# ---- lcd_timing_gen_flat ----
**lcd_timing_gen_flat: the metal 2 layer**

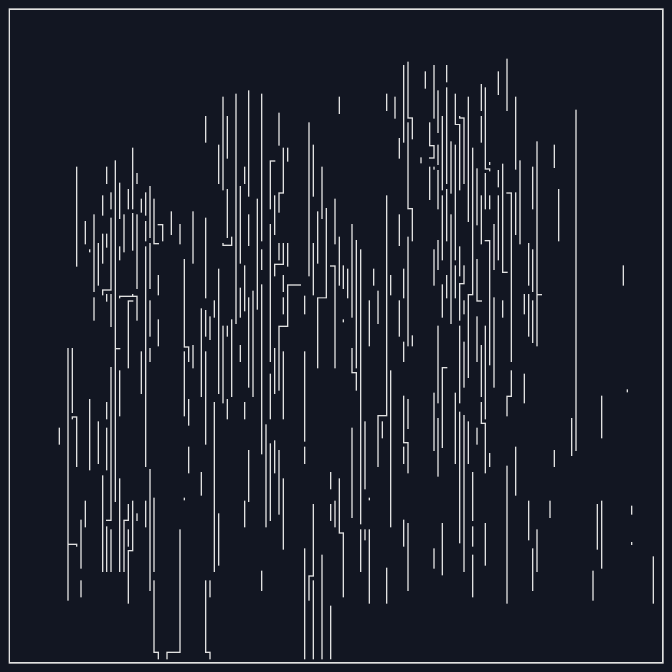

## src/rtl/lcd_timing_gen_pkg.sv

```systemverilog
// Shared types and default panel timing for the LCD timing generator.
package lcd_pkg;

  typedef enum logic {MODE_HV, MODE_DE} lcd_mode_t;
  typedef enum logic [1:0] {R_SYNC, R_BP, R_ACT, R_FP} lcd_region_t;

  localparam int DEF_H_SYNC   = 1;
  localparam int DEF_H_BP     = 159;
  localparam int DEF_H_ACTIVE = 1024;
  localparam int DEF_H_FP     = 160;
  localparam int DEF_V_SYNC   = 1;
  localparam int DEF_V_BP     = 22;
  localparam int DEF_V_ACTIVE = 600;
  localparam int DEF_V_FP     = 12;

  // Counter/index width that stays at least one bit for degenerate sizes.
  function automatic int idx_width(input int n);
    return (n > 1) ? $clog2(n) : 1;
  endfunction

endpackage

```

## src/rtl/lcd_timing_gen_if.sv

```systemverilog
// Panel-side bundle: run/mode controls in, sync/data-enable/coordinates out.
interface lcd_timing_gen_if #(
  parameter int XW = 10,
  parameter int YW = 10
);
  logic          en;
  logic          mode;
  logic          hsync;
  logic          vsync;
  logic          data_en;
  logic [XW-1:0] x;
  logic [YW-1:0] y;
  logic          line_start;
  logic          frame_start;

  modport master (
    input  en, mode,
    output hsync, vsync, data_en, x, y, line_start, frame_start
  );

  modport slave (
    output en, mode,
    input  hsync, vsync, data_en, x, y, line_start, frame_start
  );
endinterface

```

## src/rtl/lcd_timing_gen_axis_timer.sv

```systemverilog
// One timing axis: position counter with SYNC/BP/ACTIVE/FP region decode and wrap flag.
module lcd_axis_timer
  import lcd_pkg::*;
#(
  parameter int SYNC   = 1,
  parameter int BP     = 1,
  parameter int ACTIVE = 1,
  parameter int FP     = 1,
  localparam int TOTAL = SYNC + BP + ACTIVE + FP,
  localparam int CW    = idx_width(TOTAL)
) (
  input  logic          clock,
  input  logic          reset_L,
  input  logic          step,
  output logic [CW-1:0] cnt,
  output lcd_region_t   region,
  output logic          wrap
);

  logic [CW-1:0] cnt_q, cnt_d;

  assign wrap = step && (cnt_q == CW'(TOTAL - 1));
  assign cnt  = cnt_q;

  always_comb begin
    cnt_d = cnt_q;
    if (step) cnt_d = wrap ? '0 : cnt_q + 1'b1;
  end

  always_comb begin
    region = R_FP;
    if (cnt_q < CW'(SYNC))                    region = R_SYNC;
    else if (cnt_q < CW'(SYNC + BP))          region = R_BP;
    else if (cnt_q < CW'(SYNC + BP + ACTIVE)) region = R_ACT;
  end

  always_ff @(posedge clock or negedge reset_L) begin
    if (!reset_L) cnt_q <= '0;
    else          cnt_q <= cnt_d;
  end

endmodule

```

## src/rtl/lcd_timing_gen.sv

```systemverilog
// LCD panel timing generator: registered sync/data-enable/coordinate outputs,
// HV or DE-only mode latched at the frame origin, freeze while en is low.
module lcd_timing_gen
  import lcd_pkg::*;
#(
  parameter int H_SYNC    = DEF_H_SYNC,
  parameter int H_BP      = DEF_H_BP,
  parameter int H_ACTIVE  = DEF_H_ACTIVE,
  parameter int H_FP      = DEF_H_FP,
  parameter int V_SYNC    = DEF_V_SYNC,
  parameter int V_BP      = DEF_V_BP,
  parameter int V_ACTIVE  = DEF_V_ACTIVE,
  parameter int V_FP      = DEF_V_FP,
  parameter int HSYNC_POL = 0,
  parameter int VSYNC_POL = 0
) (
  input logic               clock,
  input logic               reset_L,
  lcd_timing_gen_if.master  bus
);

  localparam int H_TOTAL = H_SYNC + H_BP + H_ACTIVE + H_FP;
  localparam int V_TOTAL = V_SYNC + V_BP + V_ACTIVE + V_FP;
  localparam int HW      = idx_width(H_TOTAL);
  localparam int VW      = idx_width(V_TOTAL);
  localparam int XW      = idx_width(H_ACTIVE);
  localparam int YW      = idx_width(V_ACTIVE);
  localparam logic [HW-1:0] H_OFF = HW'(H_SYNC + H_BP);
  localparam logic [VW-1:0] V_OFF = VW'(V_SYNC + V_BP);
  localparam logic HS_ACT = 1'(HSYNC_POL);
  localparam logic VS_ACT = 1'(VSYNC_POL);

  if (H_SYNC < 1 || H_BP < 1 || H_ACTIVE < 1 || H_FP < 1 ||
      V_SYNC < 1 || V_BP < 1 || V_ACTIVE < 1 || V_FP < 1 ||
      (HSYNC_POL != 0 && HSYNC_POL != 1) ||
      (VSYNC_POL != 0 && VSYNC_POL != 1)) begin : g_param_chk
    $error("lcd_timing_gen: timing parameters must be >= 1 and polarities 0/1");
  end

  logic [HW-1:0] h_cnt;
  logic [VW-1:0] v_cnt;
  lcd_region_t   h_region, v_region;
  logic          h_wrap, v_wrap;

  lcd_axis_timer #(.SYNC(H_SYNC), .BP(H_BP), .ACTIVE(H_ACTIVE), .FP(H_FP)) u_h_timer (
    .clock(clock), .reset_L(reset_L), .step(bus.en),
    .cnt(h_cnt), .region(h_region), .wrap(h_wrap)
  );

  lcd_axis_timer #(.SYNC(V_SYNC), .BP(V_BP), .ACTIVE(V_ACTIVE), .FP(V_FP)) u_v_timer (
    .clock(clock), .reset_L(reset_L), .step(bus.en & h_wrap),
    .cnt(v_cnt), .region(v_region), .wrap(v_wrap)
  );

  // Flags marking that the counters currently sit at h=0 / (h=0,v=0); they
  // follow the wrap strobes so no wide compare is needed on the counters.
  logic          at_line_q, at_frame_q;
  lcd_mode_t     mode_q, mode_eff;
  logic          hsync_q, hsync_d, vsync_q, vsync_d;
  logic          data_en_q, data_en_d;
  logic [XW-1:0] x_q, x_d;
  logic [YW-1:0] y_q, y_d;
  logic          line_start_q, frame_start_q;

  always_comb begin
    mode_eff  = at_frame_q ? lcd_mode_t'(bus.mode) : mode_q;
    hsync_d   = ~HS_ACT;
    vsync_d   = ~VS_ACT;
    data_en_d = (h_region == R_ACT) && (v_region == R_ACT);
    x_d       = '0;
    y_d       = '0;
    if (mode_eff == MODE_HV) begin
      if (h_region == R_SYNC) hsync_d = HS_ACT;
      if (v_region == R_SYNC) vsync_d = VS_ACT;
    end
    if (data_en_d) begin
      x_d = XW'(h_cnt - H_OFF);
      y_d = YW'(v_cnt - V_OFF);
    end
  end

  always_ff @(posedge clock or negedge reset_L) begin
    if (!reset_L) begin
      at_line_q     <= 1'b1;
      at_frame_q    <= 1'b1;
      mode_q        <= MODE_HV;
      hsync_q       <= ~HS_ACT;
      vsync_q       <= ~VS_ACT;
      data_en_q     <= 1'b0;
      x_q           <= '0;
      y_q           <= '0;
      line_start_q  <= 1'b0;
      frame_start_q <= 1'b0;
    end else if (bus.en) begin
      at_line_q     <= h_wrap;
      at_frame_q    <= v_wrap;
      mode_q        <= mode_eff;
      hsync_q       <= hsync_d;
      vsync_q       <= vsync_d;
      data_en_q     <= data_en_d;
      x_q           <= x_d;
      y_q           <= y_d;
      line_start_q  <= at_line_q;
      frame_start_q <= at_frame_q;
    end
  end

  assign bus.hsync       = hsync_q;
  assign bus.vsync       = vsync_q;
  assign bus.data_en     = data_en_q;
  assign bus.x           = x_q;
  assign bus.y           = y_q;
  assign bus.line_start  = line_start_q;
  assign bus.frame_start = frame_start_q;

endmodule

```

## src/flat_wrapper.sv

```systemverilog
// flat-port wrapper written by rule: the top's interface ports become plain ports
module lcd_timing_gen_flat import lcd_pkg::*;
#(
  parameter int H_SYNC    = DEF_H_SYNC,
  parameter int H_BP      = DEF_H_BP,
  parameter int H_ACTIVE  = DEF_H_ACTIVE,
  parameter int H_FP      = DEF_H_FP,
  parameter int V_SYNC    = DEF_V_SYNC,
  parameter int V_BP      = DEF_V_BP,
  parameter int V_ACTIVE  = DEF_V_ACTIVE,
  parameter int V_FP      = DEF_V_FP,
  parameter int HSYNC_POL = 0,
  parameter int VSYNC_POL = 0
)
  (clock, reset_L, bus_en, bus_mode, bus_hsync, bus_vsync, bus_data_en, bus_x, bus_y, bus_line_start, bus_frame_start);
  lcd_timing_gen_if #(.XW(2), .YW(2)) bus_i ();
  input logic clock;
  input logic reset_L;
  input wire logic [$bits(bus_i.en)-1:0] bus_en;
  input wire logic [$bits(bus_i.mode)-1:0] bus_mode;
  output wire logic [$bits(bus_i.hsync)-1:0] bus_hsync;
  output wire logic [$bits(bus_i.vsync)-1:0] bus_vsync;
  output wire logic [$bits(bus_i.data_en)-1:0] bus_data_en;
  output wire logic [$bits(bus_i.x)-1:0] bus_x;
  output wire logic [$bits(bus_i.y)-1:0] bus_y;
  output wire logic [$bits(bus_i.line_start)-1:0] bus_line_start;
  output wire logic [$bits(bus_i.frame_start)-1:0] bus_frame_start;
  assign bus_i.en = bus_en;
  assign bus_i.mode = bus_mode;
  assign bus_hsync = bus_i.hsync;
  assign bus_vsync = bus_i.vsync;
  assign bus_data_en = bus_i.data_en;
  assign bus_x = bus_i.x;
  assign bus_y = bus_i.y;
  assign bus_line_start = bus_i.line_start;
  assign bus_frame_start = bus_i.frame_start;
  lcd_timing_gen #(.H_SYNC(H_SYNC), .H_BP(H_BP), .H_ACTIVE(H_ACTIVE), .H_FP(H_FP), .V_SYNC(V_SYNC), .V_BP(V_BP), .V_ACTIVE(V_ACTIVE), .V_FP(V_FP), .HSYNC_POL(HSYNC_POL), .VSYNC_POL(VSYNC_POL)) u_core (.clock(clock), .reset_L(reset_L), .bus(bus_i));
endmodule
```

## config.mk

```make
export PLATFORM = sky130hd
export DESIGN_NAME = lcd_timing_gen_flat
export DESIGN_NICKNAME = d
export VERILOG_FILES = /design/src/rtl/lcd_timing_gen_pkg.sv /design/src/rtl/lcd_timing_gen_if.sv /design/src/rtl/lcd_timing_gen_axis_timer.sv /design/src/rtl/lcd_timing_gen.sv /design/src/flat_wrapper.sv
export SDC_FILE = /design/constraint.sdc
export NUM_CORES = 1
export LEC_CHECK = 0
export CAP_MARGIN = 10
export CELL_PAD_IN_SITES_DETAIL_PLACEMENT = 0
export CELL_PAD_IN_SITES_GLOBAL_PLACEMENT = 1
export CORE_MARGIN = 3
export CORE_UTILIZATION = 42
export CTS_BUF_LIST = sky130_fd_sc_hd__clkbuf_4 sky130_fd_sc_hd__clkbuf_8
export CTS_CLUSTER_SIZE = 16
export DETAILED_ROUTE_END_ITERATION = 6
export PLACE_DENSITY_LB_ADDON = 0.15
export SLEW_MARGIN = 15
export SYNTH_ARGS = -nofsm -noshare
export SYNTH_HDL_FRONTEND = slang
export SYNTH_SLANG_ARGS = --single-unit
```

## constraint.sdc

```tcl
create_clock -name clock -period 1.75 [get_ports clock]
set_input_delay 0.2625 -clock clock [delete_from_list [all_inputs] [get_ports clock]]
set_output_delay 0.2625 -clock clock [all_outputs]
set_load 0.02 [all_outputs]
```

# ---- vram_write_scheduler ----
<file path="src/rtl/vram_write_scheduler.sv">
// vram_write_scheduler
//   Buffers CPU writes to VRAM in a small FIFO and drains them to the GPU VRAM
//   port one entry per clock, but only while the video timing says VRAM is
//   writable. Writes arriving while the FIFO is full are dropped and flagged.
//
// Parameters
//   DEPTH  FIFO entries (power of two, 4..64)
//   CW     occupancy-count width, derived as log2(DEPTH)+1 (do not override)
//
// Ports
//   clk           system clock
//   rst           synchronous active-high reset
//   wr_en         CPU write request
//   wr_address    CPU target VRAM address (`VRAM_ADDR_WIDTH bits)
//   wr_data       CPU write data
//   writable      1 = VRAM may be updated this cycle
//   ovf_clear     clears overflow (and drop_count)
//   vram_we       one-cycle write strobe to VRAM
//   vram_address  registered write address
//   vram_data     registered write data
//   full, empty   registered FIFO status
//   count         current occupancy
//   overflow      sticky "a write was dropped"
//   drop_count    saturating count of dropped writes
//
// Build option
//   VRAM_WSCHED_DROP_COUNT_EN  when defined, drop_count is a real saturating
//                              counter; otherwise it is tied to zero.

`ifndef VRAM_ADDR_WIDTH
`define VRAM_ADDR_WIDTH 12
`endif

module vram_write_scheduler #(
  parameter int DEPTH = 16,
  parameter int CW    = $clog2(DEPTH) + 1
) (
  input  logic                        clk,
  input  logic                        rst,
  input  logic                        wr_en,
  input  logic [`VRAM_ADDR_WIDTH-1:0] wr_address,
  input  logic [7:0]                  wr_data,
  input  logic                        writable,
  input  logic                        ovf_clear,
  output logic                        vram_we,
  output logic [`VRAM_ADDR_WIDTH-1:0] vram_address,
  output logic [7:0]                  vram_data,
  output logic                        full,
  output logic                        empty,
  output logic [CW-1:0]               count,
  output logic                        overflow,
  output logic [7:0]                  drop_count
);

  localparam int AW = `VRAM_ADDR_WIDTH;
  localparam int IW = CW - 1;  // pointer index width; bit IW is the wrap bit
  localparam int EW = AW + 8;  // stored entry: {address, data}

  logic [EW-1:0] mem [DEPTH];

  logic [CW-1:0] wr_ptr_reg, wr_ptr_next;
  logic [CW-1:0] rd_ptr_reg, rd_ptr_next;
  logic          full_reg, full_next;
  logic          empty_reg, empty_next;
  logic [CW-1:0] count_reg, count_next;
  logic          vram_we_reg;
  logic [AW-1:0] vram_address_reg;
  logic [7:0]    vram_data_reg;
  logic          overflow_reg, overflow_next;

  logic push;
  logic pop;
  logic drop;

  // Acceptance uses the registered (pre-edge) flags only, so a pop on the
  // same edge never frees a slot for a push that arrived while full.
  assign push = wr_en & ~full_reg;
  assign pop  = writable & ~empty_reg;
  assign drop = wr_en & full_reg;

  always_comb begin
    wr_ptr_next = wr_ptr_reg + CW'(push);
    rd_ptr_next = rd_ptr_reg + CW'(pop);
    // Same index with differing wrap bits means the writer lapped the reader.
    full_next   = (wr_ptr_next[IW] != rd_ptr_next[IW]) &&
                  (wr_ptr_next[IW-1:0] == rd_ptr_next[IW-1:0]);
    empty_next  = (wr_ptr_next == rd_ptr_next);
    count_next  = wr_ptr_next - rd_ptr_next;
  end

  // Set beats clear so a drop coinciding with ovf_clear is never lost.
  always_comb begin
    overflow_next = overflow_reg;
    if (drop) begin
      overflow_next = 1'b1;
    end else if (ovf_clear) begin
      overflow_next = 1'b0;
    end
  end

  // Storage carries no reset so it can map onto block RAM; stale contents are
  // unreachable once the pointers are zeroed.
  always_ff @(posedge clk) begin
    if (push) begin
      mem[wr_ptr_reg[IW-1:0]] <= {wr_address, wr_data};
    end
  end

  always_ff @(posedge clk) begin
    if (rst) begin
      wr_ptr_reg       <= '0;
      rd_ptr_reg       <= '0;
      full_reg         <= 1'b0;
      empty_reg        <= 1'b1;
      count_reg        <= '0;
      vram_we_reg      <= 1'b0;
      vram_address_reg <= '0;
      vram_data_reg    <= '0;
      overflow_reg     <= 1'b0;
    end else begin
      wr_ptr_reg   <= wr_ptr_next;
      rd_ptr_reg   <= rd_ptr_next;
      full_reg     <= full_next;
      empty_reg    <= empty_next;
      count_reg    <= count_next;
      overflow_reg <= overflow_next;
      vram_we_reg  <= pop;
      // Address/data hold their last popped values when nothing is drained.
      if (pop) begin
        {vram_address_reg, vram_data_reg} <= mem[rd_ptr_reg[IW-1:0]];
      end
    end
  end

`ifdef VRAM_WSCHED_DROP_COUNT_EN
  logic [7:0] drop_count_reg, drop_count_next;

  // A clear that coincides with a drop restarts the count at one, matching
  // the overflow flag staying set.
  always_comb begin
    drop_count_next = drop_count_reg;
    if (ovf_clear) begin
      drop_count_next = 8'd0;
    end
    if (drop && (drop_count_next != 8'hFF)) begin
      drop_count_next = drop_count_next + 8'd1;
    end
  end

  always_ff @(posedge clk) begin
    if (rst) begin
      drop_count_reg <= 8'd0;
    end else begin
      drop_count_reg <= drop_count_next;
    end
  end

  assign drop_count = drop_count_reg;
`else
  assign drop_count = 8'd0;
`endif

  assign vram_we      = vram_we_reg;
  assign vram_address = vram_address_reg;
  assign vram_data    = vram_data_reg;
  assign full         = full_reg;
  assign empty        = empty_reg;
  assign count        = count_reg;
  assign overflow     = overflow_reg;

endmodule

</file>
<file path="config.mk">
export PLATFORM = sky130hd
export DESIGN_NAME = vram_write_scheduler
export DESIGN_NICKNAME = d
export VERILOG_FILES = /design/src/rtl/vram_write_scheduler.sv
export SDC_FILE = /design/constraint.sdc
export NUM_CORES = 1
export LEC_CHECK = 0
export ABC_CLOCK_PERIOD_IN_PS = 4970
export CAP_MARGIN = 0
export CORE_AREA = 2 2 179 181
export CTS_CLUSTER_SIZE = 25
export DETAILED_ROUTE_END_ITERATION = 16
export DIE_AREA = 0 0 181 183
export MAX_ROUTING_LAYER = met4
export SETUP_SLACK_MARGIN = 0.4
export SYNTH_ARGS = -nofsm -noshare
export SYNTH_HDL_FRONTEND = slang
export SYNTH_SLANG_ARGS = --single-unit
</file>
<file path="constraint.sdc">
create_clock -name clk -period 4.97 [get_ports clk]
set_input_delay 0.994 -clock clk [delete_from_list [all_inputs] [get_ports clk]]
set_output_delay 0.994 -clock clk [all_outputs]
set_load 0.1 [all_outputs]
</file>
# ---- sync_hs_src ----
$ cat src/rtl/sync_hs_src.sv
// Source side of a 4-phase req/ack crossing: captures a word, drives the request synchronizer
// and synchronizes the returning acknowledge. Optional ack timeout flag: SYNC_HS_TIMEOUT_EN.
`timescale 1ns/1ps

module sync_hs_src #(
    parameter int unsigned       WIDTH   = 8,
    parameter logic [WIDTH-1:0]  INIT    = '0,
    parameter int unsigned       TIMEOUT = 1023
) (
    input  logic             sCLK,
    input  logic             sRST,
    input  logic             sENQ,
    input  logic [WIDTH-1:0] sD_IN,
    output logic             sRDY,
    output logic             sREQ_EN,
    output logic             sREQ_D,
    output logic             sREQ,
    output logic [WIDTH-1:0] dDATA,
    input  logic             dACK,
    output logic             sDONE,
    output logic             sERR
);

    localparam logic [1:0] StIdle   = 2'd0;
    localparam logic [1:0] StWaitHi = 2'd1;
    localparam logic [1:0] StWaitLo = 2'd2;

    logic [1:0]       state_q, state_d;
    logic             ack_s1_q, ack_s2_q;
    logic             req_q, req_d;
    logic [WIDTH-1:0] data_q, data_d;
    logic             done_q, done_d;

    // dACK is asynchronous; only ack_s2_q may reach the FSM.
    always_ff @(posedge sCLK or negedge sRST) begin
        if (!sRST) begin
            ack_s1_q <= 1'b0;
            ack_s2_q <= 1'b0;
        end else begin
            ack_s1_q <= dACK;
            ack_s2_q <= ack_s1_q;
        end
    end

    always_comb begin
        state_d = state_q;
        req_d   = req_q;
        data_d  = data_q;
        done_d  = 1'b0;
        case (state_q)
            StIdle: begin
                if (sENQ) begin
                    data_d  = sD_IN;
                    req_d   = 1'b1;
                    state_d = StWaitHi;
                end
            end
            StWaitHi: begin
                if (ack_s2_q) begin
                    req_d   = 1'b0;
                    state_d = StWaitLo;
                end
            end
            StWaitLo: begin
                if (!ack_s2_q) begin
                    done_d  = 1'b1;
                    state_d = StIdle;
                end
            end
            default: begin
                req_d   = 1'b0;
                state_d = StIdle;
            end
        endcase
    end

    always_ff @(posedge sCLK or negedge sRST) begin
        if (!sRST) begin
            state_q <= StIdle;
            req_q   <= 1'b0;
            data_q  <= INIT;
            done_q  <= 1'b0;
        end else begin
            state_q <= state_d;
            req_q   <= req_d;
            data_q  <= data_d;
            done_q  <= done_d;
        end
    end

    assign sRDY    = (state_q == StIdle);
    assign sREQ    = req_q;
    assign dDATA   = data_q;
    assign sDONE   = done_q;
    // Gated by reset so the synchronizer sees no enable while the source is held in reset.
    assign sREQ_EN = sRST & (req_d ^ req_q);
    assign sREQ_D  = sRST & req_d;

`ifdef SYNC_HS_TIMEOUT_EN
    localparam logic [15:0] TimeoutCnt = TIMEOUT[15:0];

    logic [15:0] cnt_q, cnt_d;
    logic        err_q, err_d;
    logic        waiting;

    // Counter restarts on every state change and saturates rather than wrapping.
    always_comb begin
        waiting = (state_d == StWaitHi) || (state_d == StWaitLo);
        cnt_d   = cnt_q;
        err_d   = err_q;
        if (state_d != state_q) begin
            cnt_d = '0;
        end else if (waiting && (cnt_q != 16'hFFFF)) begin
            cnt_d = cnt_q + 16'd1;
        end
        if ((state_d == state_q) && waiting && (cnt_d == TimeoutCnt)) begin
            err_d = 1'b1;
        end
    end

    always_ff @(posedge sCLK or negedge sRST) begin
        if (!sRST) begin
            cnt_q <= '0;
            err_q <= 1'b0;
        end else begin
            cnt_q <= cnt_d;
            err_q <= err_d;
        end
    end

    assign sERR = err_q;
`else
    logic unused_timeout;
    assign unused_timeout = ^TIMEOUT;
    assign sERR = 1'b0;
`endif

endmodule

$ cat config.mk
export PLATFORM = sky130hd
export DESIGN_NAME = sync_hs_src
export DESIGN_NICKNAME = d
export VERILOG_FILES = /design/src/rtl/sync_hs_src.sv
export SDC_FILE = /design/constraint.sdc
export NUM_CORES = 1
export LEC_CHECK = 0
export CELL_PAD_IN_SITES_DETAIL_PLACEMENT = 1
export CELL_PAD_IN_SITES_GLOBAL_PLACEMENT = 2
export CORE_UTILIZATION = 23
export CTS_BUF_LIST = sky130_fd_sc_hd__clkbuf_8
export DETAILED_ROUTE_END_ITERATION = 6
export PLACE_DENSITY_LB_ADDON = 0.1
export SLEW_MARGIN = 25
export SYNTH_ARGS = -nofsm -noshare
export SYNTH_HDL_FRONTEND = slang
export SYNTH_SLANG_ARGS = --single-unit
export TNS_END_PERCENT = 10
$ cat constraint.sdc
create_clock -name sCLK -period 1.2 [get_ports sCLK]
set_input_delay 0.18 -clock sCLK [delete_from_list [all_inputs] [get_ports sCLK]]
set_output_delay 0.18 -clock sCLK [all_outputs]
set_load 0.01 [all_outputs]
# ---- axis_pkt_arbiter ----
### src/rtl/axis_pkt_arbiter.sv
// ============================================================================
// Module   : axis_pkt_arbiter
// Brief    : Packet-atomic round-robin merge of NUM_SRC AXI-Stream sources
//            with runaway-packet truncation at MAX_PKT_BEATS.
//            Optional per-source packet counters: define AXIS_ARB_PKT_COUNT_EN.
// Revision : 1.0 - initial release
// ============================================================================
`default_nettype none

module axis_pkt_arbiter #(
    parameter  int NUM_SRC       = 3,
    parameter  int DATA_W        = 64,
    parameter  int MAX_PKT_BEATS = 1024,
    localparam int SRC_W         = (NUM_SRC > 1) ? $clog2(NUM_SRC) : 1
) (
    input  logic                            clk,
    input  logic                            rst,
`ifdef AXIS_ARB_PKT_COUNT_EN
    input  logic                            clear_counters,
    output logic [NUM_SRC-1:0][31:0]        pkt_count,
`endif
    input  logic [NUM_SRC-1:0]              src_ena,
    input  logic [NUM_SRC-1:0][DATA_W-1:0]  in_tdata,
    input  logic [NUM_SRC-1:0]              in_tvalid,
    input  logic [NUM_SRC-1:0]              in_tlast,
    output logic [NUM_SRC-1:0]              in_tready,
    output logic [DATA_W-1:0]               out_tdata,
    output logic                            out_tvalid,
    output logic                            out_tlast,
    input  logic                            out_tready,
    output logic [SRC_W-1:0]                grant_id,
    output logic                            busy,
    output logic                            trunc_pulse
);

    localparam int               CNT_W     = $clog2(MAX_PKT_BEATS) + 1;
    localparam logic [CNT_W-1:0] LAST_BEAT = CNT_W'(MAX_PKT_BEATS - 1);

    typedef enum logic [1:0] {
        ST_IDLE  = 2'd0,
        ST_PASS  = 2'd1,
        ST_DRAIN = 2'd2
    } state_t;

    state_t             state_q, state_d;
    logic [SRC_W-1:0]   rr_ptr_q, rr_ptr_d;
    logic [SRC_W-1:0]   grant_q, grant_d;
    logic [CNT_W-1:0]   beat_cnt_q, beat_cnt_d;
    logic               trunc_q, trunc_d;

    logic [NUM_SRC-1:0]   w_req;
    logic [2*NUM_SRC-1:0] w_req_dbl;
    logic [NUM_SRC-1:0]   w_req_rot;
    logic [SRC_W-1:0]     w_start;
    logic [SRC_W-1:0]     w_off;
    logic [SRC_W:0]       w_sum;
    logic [SRC_W-1:0]     w_grant;
    logic                 w_found;
    logic                 w_at_max;

    // Rotate requests so bit 0 is the source just after the last winner;
    // the lowest set bit of the rotated vector is the round-robin choice.
    always_comb begin
        w_req     = in_tvalid & src_ena;
        w_start   = (rr_ptr_q == SRC_W'(NUM_SRC - 1)) ? '0 : rr_ptr_q + SRC_W'(1);
        w_req_dbl = {w_req, w_req} >> w_start;
        w_req_rot = w_req_dbl[NUM_SRC-1:0];
        w_off     = '0;
        w_found   = 1'b0;
        for (int i = NUM_SRC - 1; i >= 0; i--) begin
            if (w_req_rot[i]) begin
                w_off   = SRC_W'(i);
                w_found = 1'b1;
            end
        end
        w_sum = {1'b0, w_start} + {1'b0, w_off};
        if (w_sum >= (SRC_W + 1)'(NUM_SRC)) begin
            w_grant = SRC_W'(w_sum - (SRC_W + 1)'(NUM_SRC));
        end else begin
            w_grant = w_sum[SRC_W-1:0];
        end
    end

    assign w_at_max = (beat_cnt_q == LAST_BEAT);

    always_comb begin
        state_d    = state_q;
        rr_ptr_d   = rr_ptr_q;
        grant_d    = grant_q;
        beat_cnt_d = beat_cnt_q;
        trunc_d    = 1'b0;
        in_tready  = '0;
        out_tdata  = '0;
        out_tvalid = 1'b0;
        out_tlast  = 1'b0;
        case (state_q)
            ST_IDLE: begin
                if (w_found) begin
                    grant_d    = w_grant;
                    rr_ptr_d   = w_grant;
                    beat_cnt_d = '0;
                    state_d    = ST_PASS;
                end
            end
            ST_PASS: begin
                out_tdata           = in_tdata[grant_q];
                out_tvalid          = in_tvalid[grant_q];
                out_tlast           = in_tlast[grant_q] | w_at_max;
                in_tready[grant_q]  = out_tready;
                if (in_tvalid[grant_q] && out_tready) begin
                    beat_cnt_d = beat_cnt_q + CNT_W'(1);
                    // A genuine tlast on the limit beat is a normal end, not a truncation.
                    if (in_tlast[grant_q]) begin
                        state_d = ST_IDLE;
                    end else if (w_at_max) begin
                        state_d = ST_DRAIN;
                        trunc_d = 1'b1;
                    end
                end
            end
            ST_DRAIN: begin
                in_tready[grant_q] = 1'b1;
                if (in_tvalid[grant_q] && in_tlast[grant_q]) begin
                    state_d = ST_IDLE;
                end
            end
            default: begin
                state_d = ST_IDLE;
            end
        endcase
    end

    always_ff @(posedge clk or posedge rst) begin
        if (rst) begin
            state_q    <= ST_IDLE;
            rr_ptr_q   <= SRC_W'(NUM_SRC - 1);
            grant_q    <= '0;
            beat_cnt_q <= '0;
            trunc_q    <= 1'b0;
        end else begin
            state_q    <= state_d;
            rr_ptr_q   <= rr_ptr_d;
            grant_q    <= grant_d;
            beat_cnt_q <= beat_cnt_d;
            trunc_q    <= trunc_d;
        end
    end

    assign grant_id    = grant_q;
    assign busy        = (state_q != ST_IDLE);
    assign trunc_pulse = trunc_q;

`ifdef AXIS_ARB_PKT_COUNT_EN
    logic w_pkt_end;

    // Forced tlast also ends the packet as seen downstream, so it counts here.
    assign w_pkt_end = (state_q == ST_PASS) && out_tvalid && out_tready && out_tlast;

    for (genvar gi = 0; gi < NUM_SRC; gi++) begin : g_pkt_cnt
        logic [31:0] cnt_q;
        always_ff @(posedge clk or posedge rst) begin
            if (rst) begin
                cnt_q <= '0;
            end else if (clear_counters) begin
                cnt_q <= '0;
            end else if (w_pkt_end && (grant_q == SRC_W'(gi)) && (cnt_q != 32'hFFFF_FFFF)) begin
                cnt_q <= cnt_q + 32'd1;
            end
        end
        assign pkt_count[gi] = cnt_q;
    end
`endif

endmodule

`default_nettype wire
### config.mk
export PLATFORM = sky130hd
export DESIGN_NAME = axis_pkt_arbiter
export DESIGN_NICKNAME = d
export VERILOG_FILES = /design/src/rtl/axis_pkt_arbiter.sv
export SDC_FILE = /design/constraint.sdc
export NUM_CORES = 1
export LEC_CHECK = 0
export CORE_AREA = 2 2 109 111
export CTS_CLUSTER_SIZE = 20
export DETAILED_ROUTE_END_ITERATION = 10
export DIE_AREA = 0 0 111 113
export GPL_TIMING_DRIVEN = 0
export PLACE_DENSITY = 0.72
export SYNTH_ARGS = -nofsm -noshare
export SYNTH_HDL_FRONTEND = slang
export SYNTH_SLANG_ARGS = --single-unit
### constraint.sdc
create_clock -name clk -period 3.9 [get_ports clk]
set_input_delay 0.78 -clock clk [delete_from_list [all_inputs] [get_ports clk]]
set_output_delay 0.78 -clock clk [all_outputs]
set_load 0.005 [all_outputs]
**sync_hs_src: routing congestion**

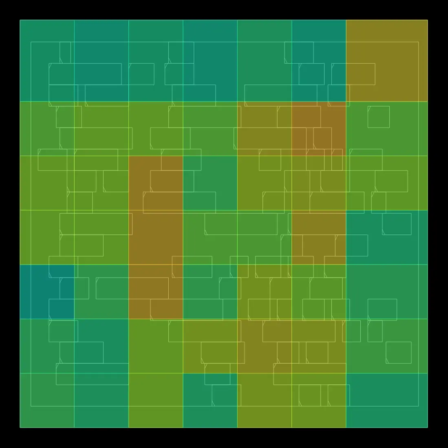
global-route layer with the greatest usage: met2
global-route track usage on met1: 14.4%

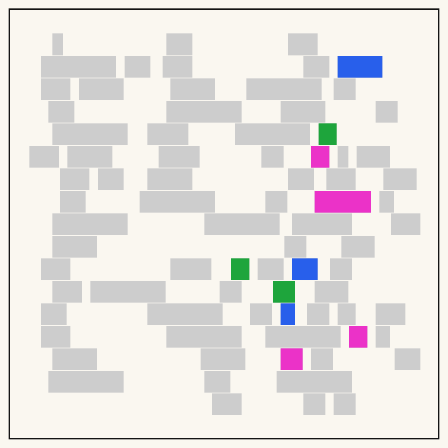
**Above:** sync_hs_src (logic cells by family).
family	colour	cells
AND and OR gates	green	3
NOR gates	magenta	4
inverting AOI/OAI gates	blue	3

==> reports/writeup.txt, sync_hs_src <==
The registers of the reported paths see a clock transition of 0.05 ns. The most instantiated logic cell after routing is sky130_fd_sc_hd__dfrtp_1. The checks that failed: setup timing. The smallest setup slack after layout came out at -0.291 ns. The flow ran to the end, but the final reports show violations. The number of hold violations in the final report came out at 0. The net count of the finished layout came out at 94.

Yosys instantiated no cell more often than sky130_fd_sc_hd__dfrtp_1. The routing usage on met3 is 2.92%, and the count of clock tree sinks is 14. The final antenna diode tally reported by the flow is 0. The number of flip-flops under the largest register name was 8; the worst-case setup slack after placement was -0.629 ns. Counting both buffers and inverters, the worst setup path holds a total of 3. Endpoints with negative setup slack in the final report add up to 12. Yosys printed 0 warnings. Per the TritonCTS log, the buffer count is 3. Setup repair after global routing could not meet its margin everywhere. The timing report lists the critical path depth as 5 cells. The post-route report lists met1 wire length as 566 µm. The run gives 4 as the first-pass iteration count of the detailed router. With the count of buffers inserted at the top-level ports at 24, the remaining design rule violation count is 0.

For the total routing usage reported by global routing, the log shows 11.7%. The endpoint of the worst hold path is reported as ack_s2_q. For the post-synthesis instance area, the log shows 569 µm².

Termination of the worst setup path: sREQ_EN. The via count normalized by instance count is 4.19.
-- sync_hs_src: repair_timing --
action	4_1_cts	5_1_grt
resized	40	2
setup buffers	6	0
pin swaps	2	1
endpoints found under the setup margin	21	12
-- sync_hs_src: cell families (layout without fill, tap and decap cells) --
kind of cell	Yosys count	in the layout	share of synthesized area, %
muxes	8	8	15.8
DFF	14	14	61.5
and+or+nand+nor	9	9	10.5
AOI/OAI and AO/OA	5	5	6.59
xor gates and xnor gates	1	1	1.54
other	1	1	0.659
buffers and inverters	2	42	3.30
-- sync_hs_src: stage by stage --
stage	util (%)	cells	hold WS, ns
floorplan	-	40	-0.116
global placement	39.3	99	0.335
detailed placement	39.3	99	0.336
CTS	44.9	108	0.349
global route	45.2	108	0.355
finish	45.2	108	0.346
-- sync_hs_src: where the power goes --
part	switching (mW)	internal [mW]	total, mW
clock network	0.144	0.221	0.366
registers	0.127	0.674	0.800
logic	0.489	0.868	1.36
-- sync_hs_src: area by class of cell --
type	count	area, µm²
fillers	244	1250
repair buffers	39	354
flip-flops and latches	14	350
multi-input cells	24	249
clock buffers	3	41.3
well taps	28	35.0
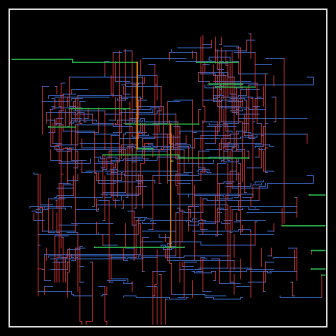
**Above:** lcd_timing_gen_flat (routed metal, one colour a layer).
layer	colour	wire length
met4	orange	46.2 µm
met1	blue	1680 µm
met2	red	1810 µm
met3	green	165 µm

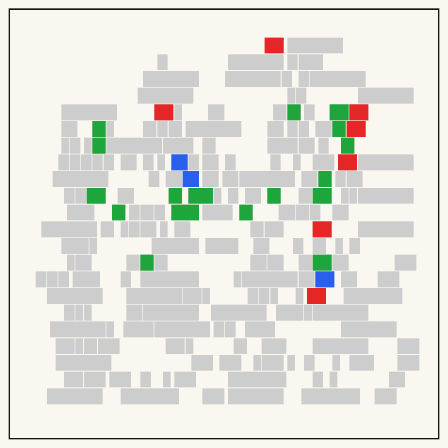
**Above:** lcd_timing_gen_flat (logic cells by family).
family	colour	cells
AND-OR and OR-AND gates	blue	3
XOR/XNOR gates	red	7
AND and OR gates	green	17

Notes on 'the metal 2 layer' of lcd_timing_gen_flat above:
main direction	vertical
longest straight run	36.4 µm

==> reports/writeup.txt, lcd_timing_gen_flat <==
For this run, the top clock speed supported by timing is 582 MHz. Setup repair after global routing could not meet its margin everywhere. Per report_power, the combinational group accounts for 13.9% of the total. Summed over all layers, the routed wires come to 3.70 mm. The tools report the worst flop-to-flop path startpoint as u_core.u_v_timer.cnt[8]. For the synthesized instance count, the log shows 174. The root buffer cell chosen for the clock tree is sky130_fd_sc_hd__clkbuf_8. The net switching power in the latest report is 0.459 mW. For the length of routed met2 wiring, the log shows 1.81 mm. The flow ran to the end, and the final reports show no timing, DRC or antenna violations. The total I/O pin count is 13. The count of cells in the finished layout, fillers not included, comes to 257.

For the worst reg-to-reg path, the endpoint reported by OpenROAD is u_core.bus.data_en. From bottom edge to top edge, the die measures 69.7 µm. Per the placement log, port buffering inserted 12 buffers. The critical path is of the reg2reg type. The clock latency reported for the late side of the worst-skew pair came out at 0.28 ns. The count of routing violations after the opening detailed-route iteration came out at 125. The number of cells on the worst reg-to-reg path is 4.

Peak ir drop on the vdd network: 0.618 mV. The final timing report lists a hold violation count of 0. The first global-routing pass estimated 6.73 mm of wire. The proportion of total power due to net switching was 26.7%.
## lcd_timing_gen_flat: cell usage in the layout, fill, tap and decap left out, types with 4 or more instances in the layout
cell type / n
sky130_fd_sc_hd__clkdlybuf4s50_1: 12
sky130_fd_sc_hd__clkbuf_8: 5
sky130_fd_sc_hd__nand3_1: 16
sky130_fd_sc_hd__dfstp_2: 4
sky130_fd_sc_hd__nand2_1: 6
sky130_fd_sc_hd__nor2_1: 6
sky130_fd_sc_hd__and4_1: 4
sky130_fd_sc_hd__nand4_1: 6
sky130_fd_sc_hd__and3_1: 6
sky130_fd_sc_hd__o21ai_1: 12
sky130_fd_sc_hd__ha_1: 4
sky130_fd_sc_hd__o32ai_1: 4
sky130_fd_sc_hd__xor2_1: 4
sky130_fd_sc_hd__a21oi_1: 10
sky130_fd_sc_hd__dfrtp_1: 29
sky130_fd_sc_hd__buf_4: 22
sky130_fd_sc_hd__inv_1: 18
## lcd_timing_gen_flat: cell type report
cell class	count	area [µm²]	share of cell area [%]
Sequential cell	33	831	39.1
Multi-Input combinational cell	116	795	37.4
Timing Repair Buffer	34	285	13.4
Clock buffer	7	83.8	3.94
Inverter	18	67.6	3.18
Tap cell	48	60.1	2.82
Clock inverter	1	5.00	0.235
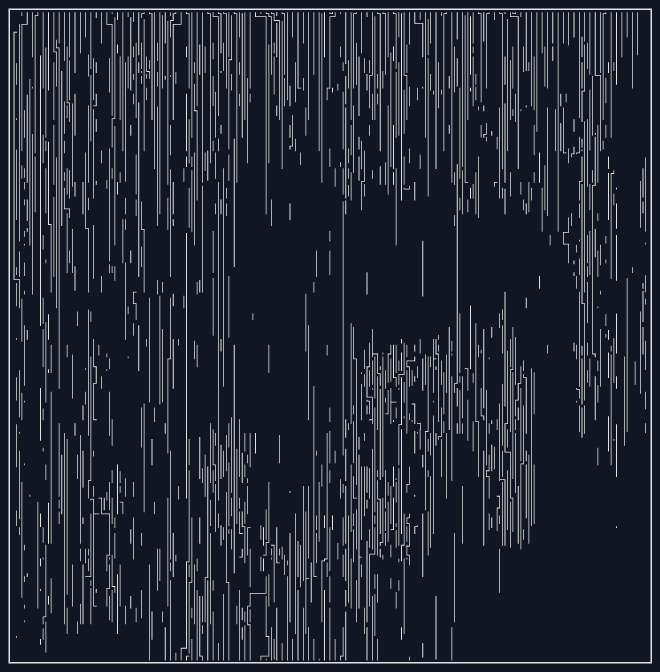
**Above:** axis_pkt_arbiter (the metal 2 layer).
longest straight run	59.0 µm
wire length on this layer	7720 µm
nets with wire on the layer	767
share of all routed wire	50%

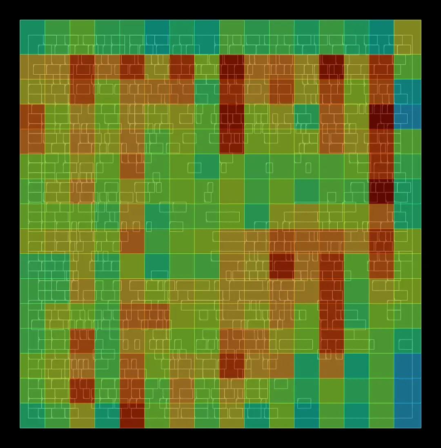
**Above:** axis_pkt_arbiter (routing congestion).
global routing met2 resource utilization: 41.1%
utilization after layout: 53.9%

==> reports/writeup.txt, axis_pkt_arbiter <==
The launch point of the worst min-delay path is recorded as beat_cnt_q[0]. The first global-routing pass estimated 23.4 mm of wire. Per the detail_route report, vias per standard cell equal 5.06.

The cell family contributing the most delay on the critical path is buffers and inverters. For reference, simple AND, OR, NAND and NOR cells occupy 32.2% of the area reported after synthesis. The cell type that accounts for the most area after synthesis is sky130_fd_sc_hd__mux2i_1. The tree is rooted in a sky130_fd_sc_hd__clkbuf_16. The layout stage reports a final design area of 0.00608 mm².

The synthesized netlist has a Yosys-reported chip area of 0.00306 mm². Number of cell instances after yosys synthesis: 439. The number of global-route vias before repair was 4403; the number of diodes was 0. The routed design shows a wire length per standard cell of 17.9 µm.

The synthesized-area fraction occupied by adder cells works out to 3.11%. The run gives 0.05 ns for the clock slew seen by the registers of the worst setup and hold paths. The script parses the final routing iteration and logs DRC violations as 0. The detailed router used layers up to and including met4. Yosys mapped a number of flops with a built-in enable equal to 0. The tools report the number of buffers between clock root and the deepest sink as 2.

The flow ran to the end, and the final reports show no timing, DRC or antenna violations.
## axis_pkt_arbiter: cell usage in the layout, fill, tap and decap left out, types with 7 or more instances in the layout
master,synthesis,final
sky130_fd_sc_hd__o31ai_1,8,8
sky130_fd_sc_hd__o21ai_0,68,68
sky130_fd_sc_hd__dfrtp_1,16,16
sky130_fd_sc_hd__nand2_1,79,79
sky130_fd_sc_hd__buf_2,11,11
sky130_fd_sc_hd__mux2i_1,67,67
sky130_fd_sc_hd__clkbuf_1,26,27
sky130_fd_sc_hd__clkdlybuf4s50_1,0,276
sky130_fd_sc_hd__nand3_1,7,7
sky130_fd_sc_hd__and2_1,66,66
## axis_pkt_arbiter: power by group
group	switching [mW]	internal (mW)
sequential	0.0495	0.226
clock	0.0677	0.139
combinational	1.31	1.42
total	1.43	1.78
## axis_pkt_arbiter: registers in the layout, indices dropped and copies added (netlist names)
register and flops:
beat_cnt_q 11, grant_id 1, rr_ptr_q 2, state_q 2, trunc_pulse 1
## axis_pkt_arbiter: through the flow
stage               setup WS, ns  std cells
floorplan                   1.24        439
global placement           0.502        858
detailed placement         0.436        858
CTS                        0.199        862
global route              0.0503        862
finish                     0.258        862
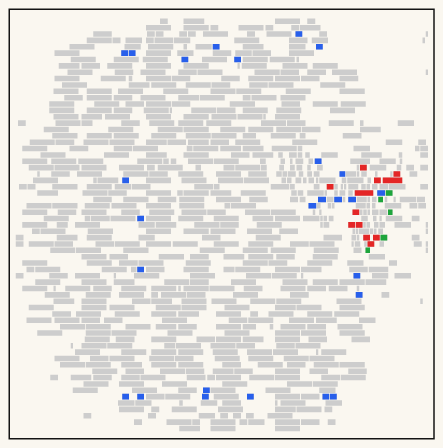
**Above:** vram_write_scheduler (logic cells by family).
family	colour	cells
AND and OR gates	green	5
XOR/XNOR gates	red	12
AND-OR and OR-AND gates	blue	26

==> reports/writeup.txt, vram_write_scheduler <==
The flow ran to the end, and the final reports show no timing, DRC or antenna violations. Per the final layout report, the fraction of cells sized above drive strength 1 comes to 26.7%. The synthesized design contains 320 enable-type register cells. With fillers left out, the area of the finished cells amounts to 0.0160 mm². The layout report lists the non-clock buffer share of cell area as 4.37%. Type of element capturing the critical path: a register.

Counting the buffers created by CTS gives 37. After layout, the design draws a total of 6.83 mW. The overall die height is 183 µm, and the starting density of the core is 44.2%.

The clock skew after layout was 0.0205 ns. End point of the most critical hold path: vram_data[4]. The startpoint of the lowest-slack hold path is vram_data[4]. The H-tree was split into 2 levels.

The run gives 0.0138 mm² for the post-synthesis instance area. By instance count, the cell type seen most on the critical path is sky130_fd_sc_hd__ha_1. The final period utilization is 75.2%.

The tools report the worst flop-to-flop path startpoint as full. The run gives 0.870 for the final RePlAce weighted congestion. Among the non-sequential cells, multiplexers take the most area. The floorplan step set the die width to 181 µm.

In this design, the stage delay of the slowest critical-path cell is 0.49 ns. The tools report the total wirelength of the detailed-routed design as 28.8 mm. After synthesis, the share of flip-flops with an asynchronous set or reset is 0%. TritonCTS built the clock tree. The final route contains 6541 vias. Summing all multi-input logic gate instances after layout gives 0.00320 mm².
==> vram_write_scheduler: Yosys cell counts (5+ instances only) <==
cell type	n	area share, %
sky130_fd_sc_hd__a22o_1	20	1.3
sky130_fd_sc_hd__buf_4	10	0.54
sky130_fd_sc_hd__buf_6	7	0.57
sky130_fd_sc_hd__clkbuf_1	22	0.60
sky130_fd_sc_hd__dfxtp_1	39	5.7
sky130_fd_sc_hd__edfxtp_1	320	70
sky130_fd_sc_hd__ha_1	5	0.45
sky130_fd_sc_hd__inv_1	8	0.22
sky130_fd_sc_hd__mux4_2	100	16
sky130_fd_sc_hd__nand2_1	5	0.14
sky130_fd_sc_hd__nand3_1	7	0.25
sky130_fd_sc_hd__nor2_1	29	0.79
sky130_fd_sc_hd__nor3_1	6	0.22
sky130_fd_sc_hd__xor2_1	6	0.38
==> vram_write_scheduler: report_power, final <==
group	switching, mW	internal, mW
combinational	0.484	0.286
sequential	0.0338	3.35
clock	1.11	1.57
total	1.63	5.20
==> vram_write_scheduler: metal layers <==
layer  up-vias  routed length [µm]  track usage (%)
met1      3497               12400             24.6
li1       2786                   -                -
met3        58                1510             3.12
met5         -                   0                -
met2       200               14100             29.6
met4         0                 741             5.79


## Gallery

Local utilization.
(a)
10 x 10 tiles, from white (low) to dark blue (high), 0 to 100% covered.
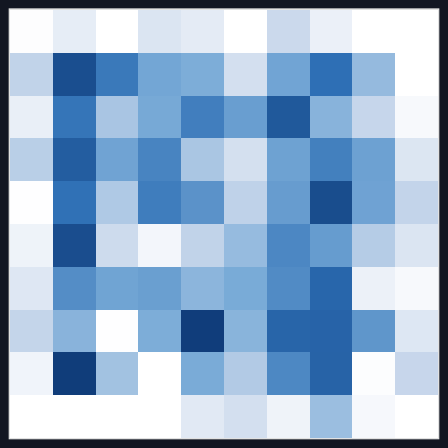
(b)
18 x 18 tiles, from white (low) to dark blue (high), 0 to 100% covered.
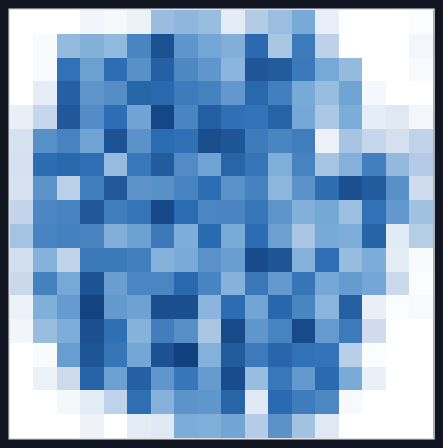
(c)
7 x 7 tiles, from white (low) to dark blue (high), 0 to 100% covered.
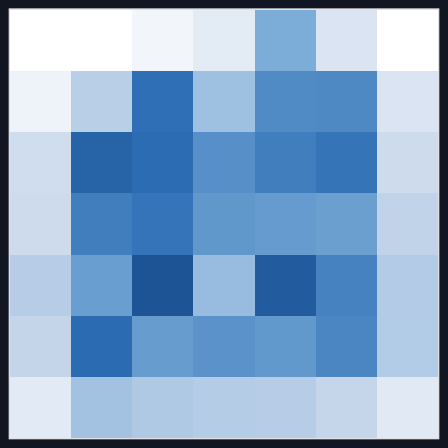
(d)
11 x 11 tiles, from white (low) to dark blue (high), 0 to 100% covered.
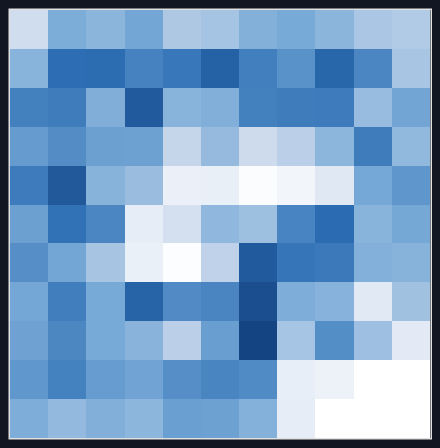
| from | picture |
|---|---|
| axis_pkt_arbiter | (d) |
| sync_hs_src | (a) |
| vram_write_scheduler | (b) |
| lcd_timing_gen_flat | (c) |


==> gallery <==
Routed metal, one colour a layer.
picture 1
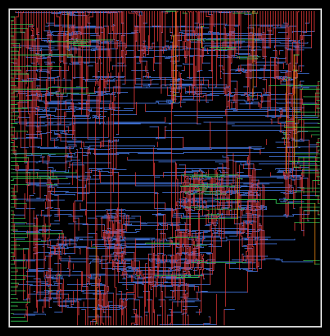
picture 2
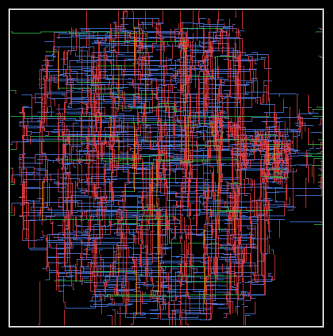
picture 3
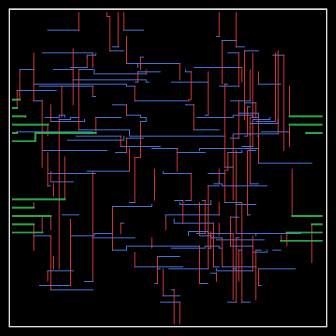
axis_pkt_arbiter -> picture 1
vram_write_scheduler -> picture 2
sync_hs_src -> picture 3
- most wire: picture 2

No activity file was given, so power comes from the tool's default toggle rates.
